######## block 1 ########
Figure 1. Placement density heat map (block 1).
The die is cut into 20 by 20 equal tiles; white is low, dark blue is high, 0 to 100% covered.
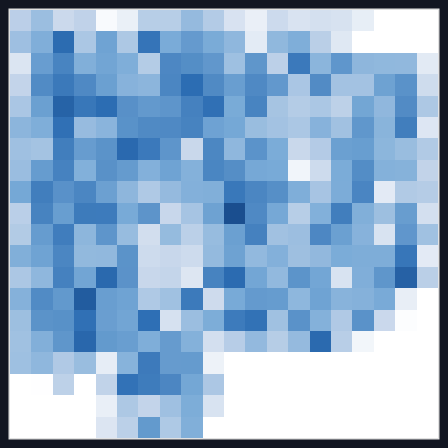

===== src/rtl/conv_mac_engine.sv =====
// conv_mac_engine: serial KxK dot product of unsigned pixels and signed
// coefficients, one tap per clock, followed by shift, ReLU and saturation. Rev 1.0
`default_nettype none
`timescale 1ns/1ps

module conv_mac_engine #(
    parameter int DATA_W = 8,
    parameter int COEF_W = 8,
    parameter int K      = 3,
    parameter int ACC_W  = 24,
    parameter int OUT_W  = 16,
    parameter int SH_W   = 5
) (
    input  logic                    clk,
    input  logic                    rst,
    input  logic                    in_valid,
    output logic                    in_ready,
    input  logic [K*K*DATA_W-1:0]   image,
    input  logic [K*K*COEF_W-1:0]   kernel,
    input  logic [SH_W-1:0]         shift,
    input  logic                    relu_en,
    output logic                    out_valid,
    input  logic                    out_ready,
    output logic [OUT_W-1:0]        result,
    output logic                    sat
);

    localparam int c_taps  = K * K;
    localparam int c_idx_w = (c_taps > 1) ? $clog2(c_taps) : 1;
    localparam logic [c_idx_w-1:0] c_last = c_idx_w'(c_taps - 1);
    localparam logic signed [ACC_W-1:0] c_out_max = {{(ACC_W-OUT_W+1){1'b0}}, {(OUT_W-1){1'b1}}};
    localparam logic signed [ACC_W-1:0] c_out_min = {{(ACC_W-OUT_W+1){1'b1}}, {(OUT_W-1){1'b0}}};

    typedef enum logic [1:0] {
        S_IDLE = 2'd0,
        S_MAC  = 2'd1,
        S_OUT  = 2'd2
    } state_t;

    state_t                     r_state;
    state_t                     w_next;
    logic                       w_accept;
    logic                       w_last;
    logic                       w_consume;

    logic [c_idx_w-1:0]         r_tap_idx;
    logic signed [ACC_W-1:0]    r_acc;
    logic [K*K*DATA_W-1:0]      r_image;
    logic [K*K*COEF_W-1:0]      r_kernel;
    logic [SH_W-1:0]            r_shift;
    logic                       r_relu;
    logic                       r_in_ready;
    logic                       r_out_valid;
    logic [OUT_W-1:0]           r_result;
    logic                       r_sat;

    logic signed [DATA_W:0]         w_pix;
    logic signed [COEF_W-1:0]       w_coef;
    logic signed [DATA_W+COEF_W:0]  w_prod;
    logic signed [ACC_W-1:0]        w_prod_ext;
    logic signed [ACC_W-1:0]        w_final;
    logic signed [ACC_W-1:0]        w_shifted;
    logic signed [ACC_W-1:0]        w_relu;
    logic [OUT_W-1:0]               w_clamped;
    logic                           w_clamp;

    always_ff @(posedge clk or posedge rst) begin
        if (rst) begin
            r_state <= S_IDLE;
        end else begin
            r_state <= w_next;
        end
    end

    always_comb begin
        w_next    = r_state;
        w_accept  = 1'b0;
        w_last    = 1'b0;
        w_consume = 1'b0;
        case (r_state)
            S_IDLE: begin
                if (in_valid && r_in_ready) begin
                    w_accept = 1'b1;
                    w_next   = S_MAC;
                end
            end
            S_MAC: begin
                if (r_tap_idx == c_last) begin
                    w_last = 1'b1;
                    w_next = S_OUT;
                end
            end
            S_OUT: begin
                if (out_ready) begin
                    w_consume = 1'b1;
                    w_next    = S_IDLE;
                end
            end
            default: w_next = S_IDLE;
        endcase
    end

    // Pixel is zero-extended by one bit so the signed multiply treats it as unsigned.
    assign w_pix      = $signed({1'b0, r_image[r_tap_idx*DATA_W +: DATA_W]});
    assign w_coef     = $signed(r_kernel[r_tap_idx*COEF_W +: COEF_W]);
    assign w_prod     = w_pix * w_coef;
    assign w_prod_ext = {{(ACC_W-DATA_W-COEF_W-1){w_prod[DATA_W+COEF_W]}}, w_prod};
    assign w_final    = r_acc + w_prod_ext;
    assign w_shifted  = w_final >>> r_shift;
    assign w_relu     = (r_relu && w_shifted[ACC_W-1]) ? '0 : w_shifted;

    always_comb begin
        w_clamped = w_relu[OUT_W-1:0];
        w_clamp   = 1'b0;
        if (w_relu > c_out_max) begin
            w_clamped = c_out_max[OUT_W-1:0];
            w_clamp   = 1'b1;
        end else if (w_relu < c_out_min) begin
            w_clamped = c_out_min[OUT_W-1:0];
            w_clamp   = 1'b1;
        end
    end

    always_ff @(posedge clk or posedge rst) begin
        if (rst) begin
            r_tap_idx   <= '0;
            r_acc       <= '0;
            r_image     <= '0;
            r_kernel    <= '0;
            r_shift     <= '0;
            r_relu      <= 1'b0;
            r_in_ready  <= 1'b0;
            r_out_valid <= 1'b0;
            r_result    <= '0;
            r_sat       <= 1'b0;
        end else begin
            if (w_accept) begin
                r_image    <= image;
                r_kernel   <= kernel;
                r_shift    <= shift;
                r_relu     <= relu_en;
                r_acc      <= '0;
                r_tap_idx  <= '0;
                r_in_ready <= 1'b0;
            end else if (r_state == S_IDLE) begin
                r_in_ready <= 1'b1;
            end

            if (r_state == S_MAC) begin
                r_acc     <= w_final;
                r_tap_idx <= r_tap_idx + 1'b1;
            end

            if (w_last) begin
                r_result    <= w_clamped;
                r_sat       <= w_clamp;
                r_out_valid <= 1'b1;
            end

            if (w_consume) begin
                r_out_valid <= 1'b0;
                r_in_ready  <= 1'b1;
            end
        end
    end

    assign in_ready  = r_in_ready;
    assign out_valid = r_out_valid;
    assign result    = r_result;
    assign sat       = r_sat;

endmodule

`default_nettype wire


===== config.mk =====
export PLATFORM = sky130hd
export DESIGN_NAME = conv_mac_engine
export DESIGN_NICKNAME = d
export VERILOG_FILES = /design/src/rtl/conv_mac_engine.sv
export SDC_FILE = /design/constraint.sdc
export NUM_CORES = 1
export LEC_CHECK = 0
export CORE_MARGIN = 2
export CORE_UTILIZATION = 35
export CTS_CLUSTER_SIZE = 40
export DETAILED_ROUTE_END_ITERATION = 16
export PLACE_DENSITY = 0.57
export SETUP_SLACK_MARGIN = 0.5
export SLEW_MARGIN = 30
export SYNTH_ARGS = -nofsm -noshare
export SYNTH_HDL_FRONTEND = slang
export SYNTH_SLANG_ARGS = --single-unit

===== constraint.sdc =====
create_clock -name clk -period 12.5 [get_ports clk]
set_input_delay 1.875 -clock clk [delete_from_list [all_inputs] [get_ports clk]]
set_output_delay 1.875 -clock clk [all_outputs]
set_load 0.01 [all_outputs]

######## block 2 ########
$ cat src/rtl/syn_fifo_pkg.sv
// Shared definitions for the synchronous threshold FIFO: output mode encodings
// and the depth helper used to size storage from the pointer width.
package syn_fifo_pkg;

  localparam int FIFO_MODE_REG  = 0;
  localparam int FIFO_MODE_FWFT = 1;

  function automatic int fifo_depth(input int addr_width);
    return 2 ** addr_width;
  endfunction

endpackage

$ cat src/rtl/fifo_mem_2p.sv
// Two-port FIFO storage: synchronous write, asynchronous read, contents never reset.
module fifo_mem_2p
  import syn_fifo_pkg::*;
#(
  parameter int DATA_WIDTH = 8,
  parameter int ADDR_WIDTH = 4
) (
  input  logic                  clk,
  input  logic                  we,
  input  logic [ADDR_WIDTH-1:0] waddr,
  input  logic [DATA_WIDTH-1:0] wdata,
  input  logic [ADDR_WIDTH-1:0] raddr,
  output logic [DATA_WIDTH-1:0] rdata
);

  localparam int FIFO_DEPTH = fifo_depth(ADDR_WIDTH);

  logic [DATA_WIDTH-1:0] mem [FIFO_DEPTH];

  always_ff @(posedge clk) begin
    if (we) begin
      mem[waddr] <= wdata;
    end
  end

  assign rdata = mem[raddr];

endmodule

$ cat src/rtl/syn_fifo_thr.sv
// Single-clock FIFO with exact occupancy, almost-full/empty thresholds, sticky
// overflow/underflow flags and a choice of registered or fall-through read data.
module syn_fifo_thr
  import syn_fifo_pkg::*;
#(
  parameter int DATA_WIDTH = 8,
  parameter int ADDR_WIDTH = 4,
  parameter int FWFT       = 0,
  parameter int AF_LEVEL   = 12,
  parameter int AE_LEVEL   = 4
) (
  input  logic                  clk,
  input  logic                  rst_n,
  input  logic                  w_en,
  input  logic [DATA_WIDTH-1:0] w_data,
  input  logic                  r_en,
  output logic [DATA_WIDTH-1:0] r_data,
  output logic                  r_valid,
  output logic                  is_empty,
  output logic                  is_full,
  output logic                  almost_full,
  output logic                  almost_empty,
  output logic [ADDR_WIDTH:0]   data_avail,
  output logic [ADDR_WIDTH:0]   room_avail,
  output logic                  overflow,
  output logic                  underflow,
  input  logic                  clr_err
);

  localparam int FIFO_DEPTH = fifo_depth(ADDR_WIDTH);
  localparam logic [ADDR_WIDTH:0] DEPTH_CNT = (ADDR_WIDTH+1)'(FIFO_DEPTH);
  localparam logic [ADDR_WIDTH:0] AF_CNT    = (ADDR_WIDTH+1)'(AF_LEVEL);
  localparam logic [ADDR_WIDTH:0] AE_CNT    = (ADDR_WIDTH+1)'(AE_LEVEL);
  localparam logic [ADDR_WIDTH:0] ONE       = (ADDR_WIDTH+1)'(1);

  logic [ADDR_WIDTH:0]   w_ptr;
  logic [ADDR_WIDTH:0]   r_ptr;
  logic [ADDR_WIDTH:0]   count;
  logic                  wr_acc;
  logic                  rd_acc;
  logic [DATA_WIDTH-1:0] mem_rdata;

  // Every flag is a pure decode of the registered count, so none lags an operation.
  assign is_empty     = (count == '0);
  assign is_full      = (count == DEPTH_CNT);
  assign almost_full  = (count >= AF_CNT);
  assign almost_empty = (count <= AE_CNT);
  assign data_avail   = count;
  assign room_avail   = DEPTH_CNT - count;

  assign wr_acc = w_en & ~is_full;
  assign rd_acc = r_en & ~is_empty;

  always_ff @(posedge clk) begin
    if (!rst_n) begin
      w_ptr <= '0;
      r_ptr <= '0;
      count <= '0;
    end else begin
      if (wr_acc) begin
        w_ptr <= w_ptr + ONE;
      end
      if (rd_acc) begin
        r_ptr <= r_ptr + ONE;
      end
      if (wr_acc && !rd_acc) begin
        count <= count + ONE;
      end else if (rd_acc && !wr_acc) begin
        count <= count - ONE;
      end
    end
  end

  // A new error in the same cycle as clr_err must survive the clear.
  always_ff @(posedge clk) begin
    if (!rst_n) begin
      overflow  <= 1'b0;
      underflow <= 1'b0;
    end else begin
      if (w_en && is_full) begin
        overflow <= 1'b1;
      end else if (clr_err) begin
        overflow <= 1'b0;
      end
      if (r_en && is_empty) begin
        underflow <= 1'b1;
      end else if (clr_err) begin
        underflow <= 1'b0;
      end
    end
  end

  // The wrap-bit pointers and the counter are redundant views of occupancy.
  always_ff @(posedge clk) begin
    if (rst_n) begin
      assert ((w_ptr - r_ptr) == count);
    end
  end

  fifo_mem_2p #(
    .DATA_WIDTH(DATA_WIDTH),
    .ADDR_WIDTH(ADDR_WIDTH)
  ) u_mem (
    .clk  (clk),
    .we   (wr_acc),
    .waddr(w_ptr[ADDR_WIDTH-1:0]),
    .wdata(w_data),
    .raddr(r_ptr[ADDR_WIDTH-1:0]),
    .rdata(mem_rdata)
  );

  if (FWFT == FIFO_MODE_FWFT) begin : g_fwft
    assign r_data  = mem_rdata;
    assign r_valid = ~is_empty;
  end else begin : g_reg
    logic [DATA_WIDTH-1:0] r_data_q;
    logic                  r_valid_q;

    always_ff @(posedge clk) begin
      if (!rst_n) begin
        r_data_q  <= '0;
        r_valid_q <= 1'b0;
      end else begin
        r_valid_q <= rd_acc;
        if (rd_acc) begin
          r_data_q <= mem_rdata;
        end
      end
    end

    assign r_data  = r_data_q;
    assign r_valid = r_valid_q;
  end

endmodule

$ cat config.mk
export PLATFORM = sky130hd
export DESIGN_NAME = syn_fifo_thr
export DESIGN_NICKNAME = d
export VERILOG_FILES = /design/src/rtl/syn_fifo_pkg.sv /design/src/rtl/fifo_mem_2p.sv /design/src/rtl/syn_fifo_thr.sv
export SDC_FILE = /design/constraint.sdc
export NUM_CORES = 1
export LEC_CHECK = 0
export CELL_PAD_IN_SITES_DETAIL_PLACEMENT = 1
export CELL_PAD_IN_SITES_GLOBAL_PLACEMENT = 2
export CORE_MARGIN = 5
export CORE_UTILIZATION = 43
export DETAILED_ROUTE_END_ITERATION = 6
export PLACE_DENSITY = 0.83
export REMOVE_ABC_BUFFERS = 1
export SYNTH_ARGS = -nofsm -noshare
export SYNTH_HDL_FRONTEND = slang
export SYNTH_SLANG_ARGS = --single-unit
$ cat constraint.sdc
create_clock -name clk -period 3.4 [get_ports clk]
set_clock_uncertainty 0.15 [all_clocks]
set_input_delay 1.02 -clock clk [delete_from_list [all_inputs] [get_ports clk]]
set_output_delay 1.02 -clock clk [all_outputs]
set_load 0.05 [all_outputs]
Figure 2. Gate-type map (block 1).
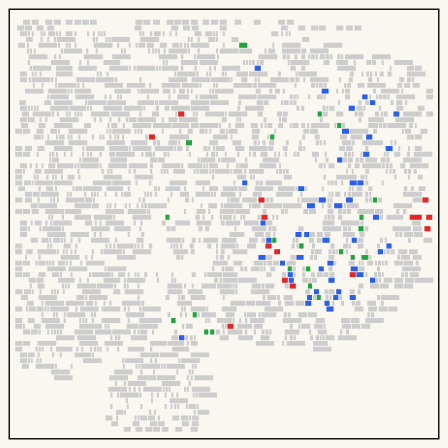
| color | family | cells | most used |
|---|---|---|---|
| red | XOR/XNOR gates | 14 | xor2_1 |
| blue | AND-OR and OR-AND gates | 48 | a21o_1 |
| green | AND and OR gates | 22 | and2_1 |

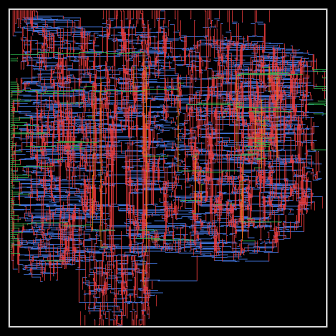
Figure 3: block 1, wiring by layer.
| color | layer | wire length |
|---|---|---|
| red | metal 2 | 19600 um |
| green | metal 3 | 1420 um |
| blue | metal 1 | 18200 um |
| orange | metal 4 | 790 um |

Notes on Figure 1 above:
nearly empty tiles: 16%
tiles over 75% full: 3.0%
mean over tiles: 39%

==> results_slide.txt, block 1 <==
Flow Results at a Glance

Final timing
  • PnR worst setup slack: 3.45 ns
  • Slew @ Worst Pin: 0.962 ns
  • Hold Vio Cnt, Final: 0
  • RSZ-0062 raised after global routing: false
  • Clock skew: 0.0156 ns

Worst setup path
  • Crit path max-delay family: adder cells
  • Crit-path slowest cell: or4b_1
  • Worst Setup EP: result[10]

Run status
  • Status: finished clean

Clock network
  • Hold buffer count at cts: 0
  • Clock transition at path regs: 0.08 ns
  • CTS resizes: 0

Yosys
  • Ys async rst share: 100%
  • Register area share after synthesis: 35.9%
  • Synth area leader: dfrtp_1
  • Netlist cell types: 80

Global routing
  • Initial antenna violation count: 0
  • Global Route met1 Usage: 26.6%

Job
  • Number of logged tool warnings: 31

Final layout
  • Reg area: 4980 um2
  • Most numerous logic cell after layout: nand2_1
[block 1: worst reg2reg max path, cell delays in order (launching register included)]
cell and delay [ns]:
dfrtp_2 0.63, buf_4 0.49, mux4_2 0.66, mux2i_1 0.16, nor2_1 0.05, a21oi_1 0.56
nand2_1 0.17, fa_1 0.54, fa_1 0.56, inv_1 0.06, fa_1 0.50, fa_1 0.57
fa_1 0.43, ha_1 0.38, o211ai_1 0.10, a21o_1 0.24, a21oi_2 0.21, o21ai_2 0.13
or4b_1 0.77, a211oi_1 0.36, a2111oi_2 0.13, a22oi_1 0.24, nand4_1 0.19, o21ai_0 0.60
o22ai_1 0.19
[block 1: cells by family after synthesis]
family,Yosys count,share of synthesized area (%)
xor+xnor,14,0.938
flops,199,35.9
buf+inv,177,5.03
mux,70,8.70
compound gates,261,13.2
fa+ha+maj,129,14.4
simple gates,730,21.8
[block 1: state kept, by name, summed over array words and instances, names as in the netlist]
register / count
in_ready: 1
out_valid: 1
r_acc: 24
r_image: 72
r_kernel: 72
r_relu: 1
r_shift: 5
r_state: 2
r_tap_idx: 4
result: 16
sat: 1
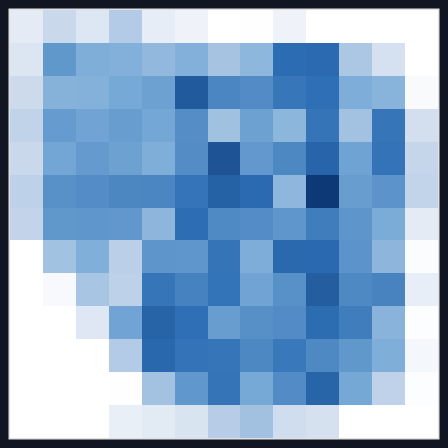
Figure 4: block 2, placement density heat map.
The die is cut into 13 by 13 equal tiles; white is low, dark blue is high, 0 to 100% covered.
mean over tiles: 42%
tiles over 75% full: 9.5%
nearly empty tiles: 16%
densest ninth of the die: middle
fullest tile: 96%
Core Util at FP: 43.3%
core area: 14400 um2
Final Core Density: 51.6%

==> results_slide.txt, block 2 <==
Flow Results at a Glance

Run status
  • Status: finished clean

Final timing
  • Slew @ Worst Pin: 0.731 ns
  • RSZ-0062 raised after global routing: false
  • Fin Setup TNS: 0 ns

Route
  • Top Metal Used: met4
  • # DRC: 0

Global routing
  • GRT Overall Usage: 17.2%
  • Initial antenna violation count: 0
  • Global Route met1 Usage: 20.8%

Final layout
  • Post-route cell area: 7410 um2

Worst setup path
  • Crit path buffers/inverters: 2

Die
  • I/O pin count: 38

Yosys
  • XOR Share, Synth: 1.55%
  • Compound Share, Synth: 4.14%
  • Syn Inst Count: 422

Clock network
  • CTS resizes: 0
  • Bufs on Longest Clock Path: 2
-- block 2: synth_stat cells (6+ instances only) --
cell / number
edfxtp_1: 128
mux2i_1: 65
nand2_1: 34
dfxtp_1: 24
nand3_1: 23
a21oi_1: 18
a22oi_1: 17
nor2_1: 16
ha_1: 12
and2_1: 11
buf_4: 10
xnor2_1: 10
inv_1: 8
nor2b_1: 7
buf_2: 6
nor3_1: 6
-- block 2: cell type report --
class                      count  area (um2)
multi-input combinational    239        1740
inverter                       9        33.8
clock buffer                  26         469
clock inverter                 6        53.8
tap                          184         230
sequential                   152        4330
fill                        1421        6960
timing repair buffer          61         558
-- block 2: sequential cells by signal, summed over array words and instances, names as in the netlist --
signal	count
u_mem.mem	128
r_data	8
data_avail	5
r_ptr	4
w_ptr	4
overflow	1
r_valid	1
underflow	1
-- block 2: worst paths after layout --
check,start,endpoint,slack [ns],depth (start not counted)
hold / removal,r_data[1],r_data[1],0.31,2
setup / recovery,data_avail[0],room_avail[3],0.11,4
hold reg to reg,r_data[1],r_data[1],0.31,2
setup reg to reg,data_avail[1],data_avail[4],0.29,13


==> screenshots <==
Track usage over the die.
panel A
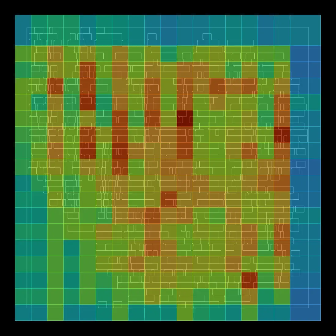
panel B
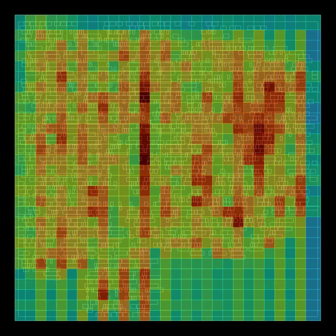
- panel B = block 1
- panel A = block 2

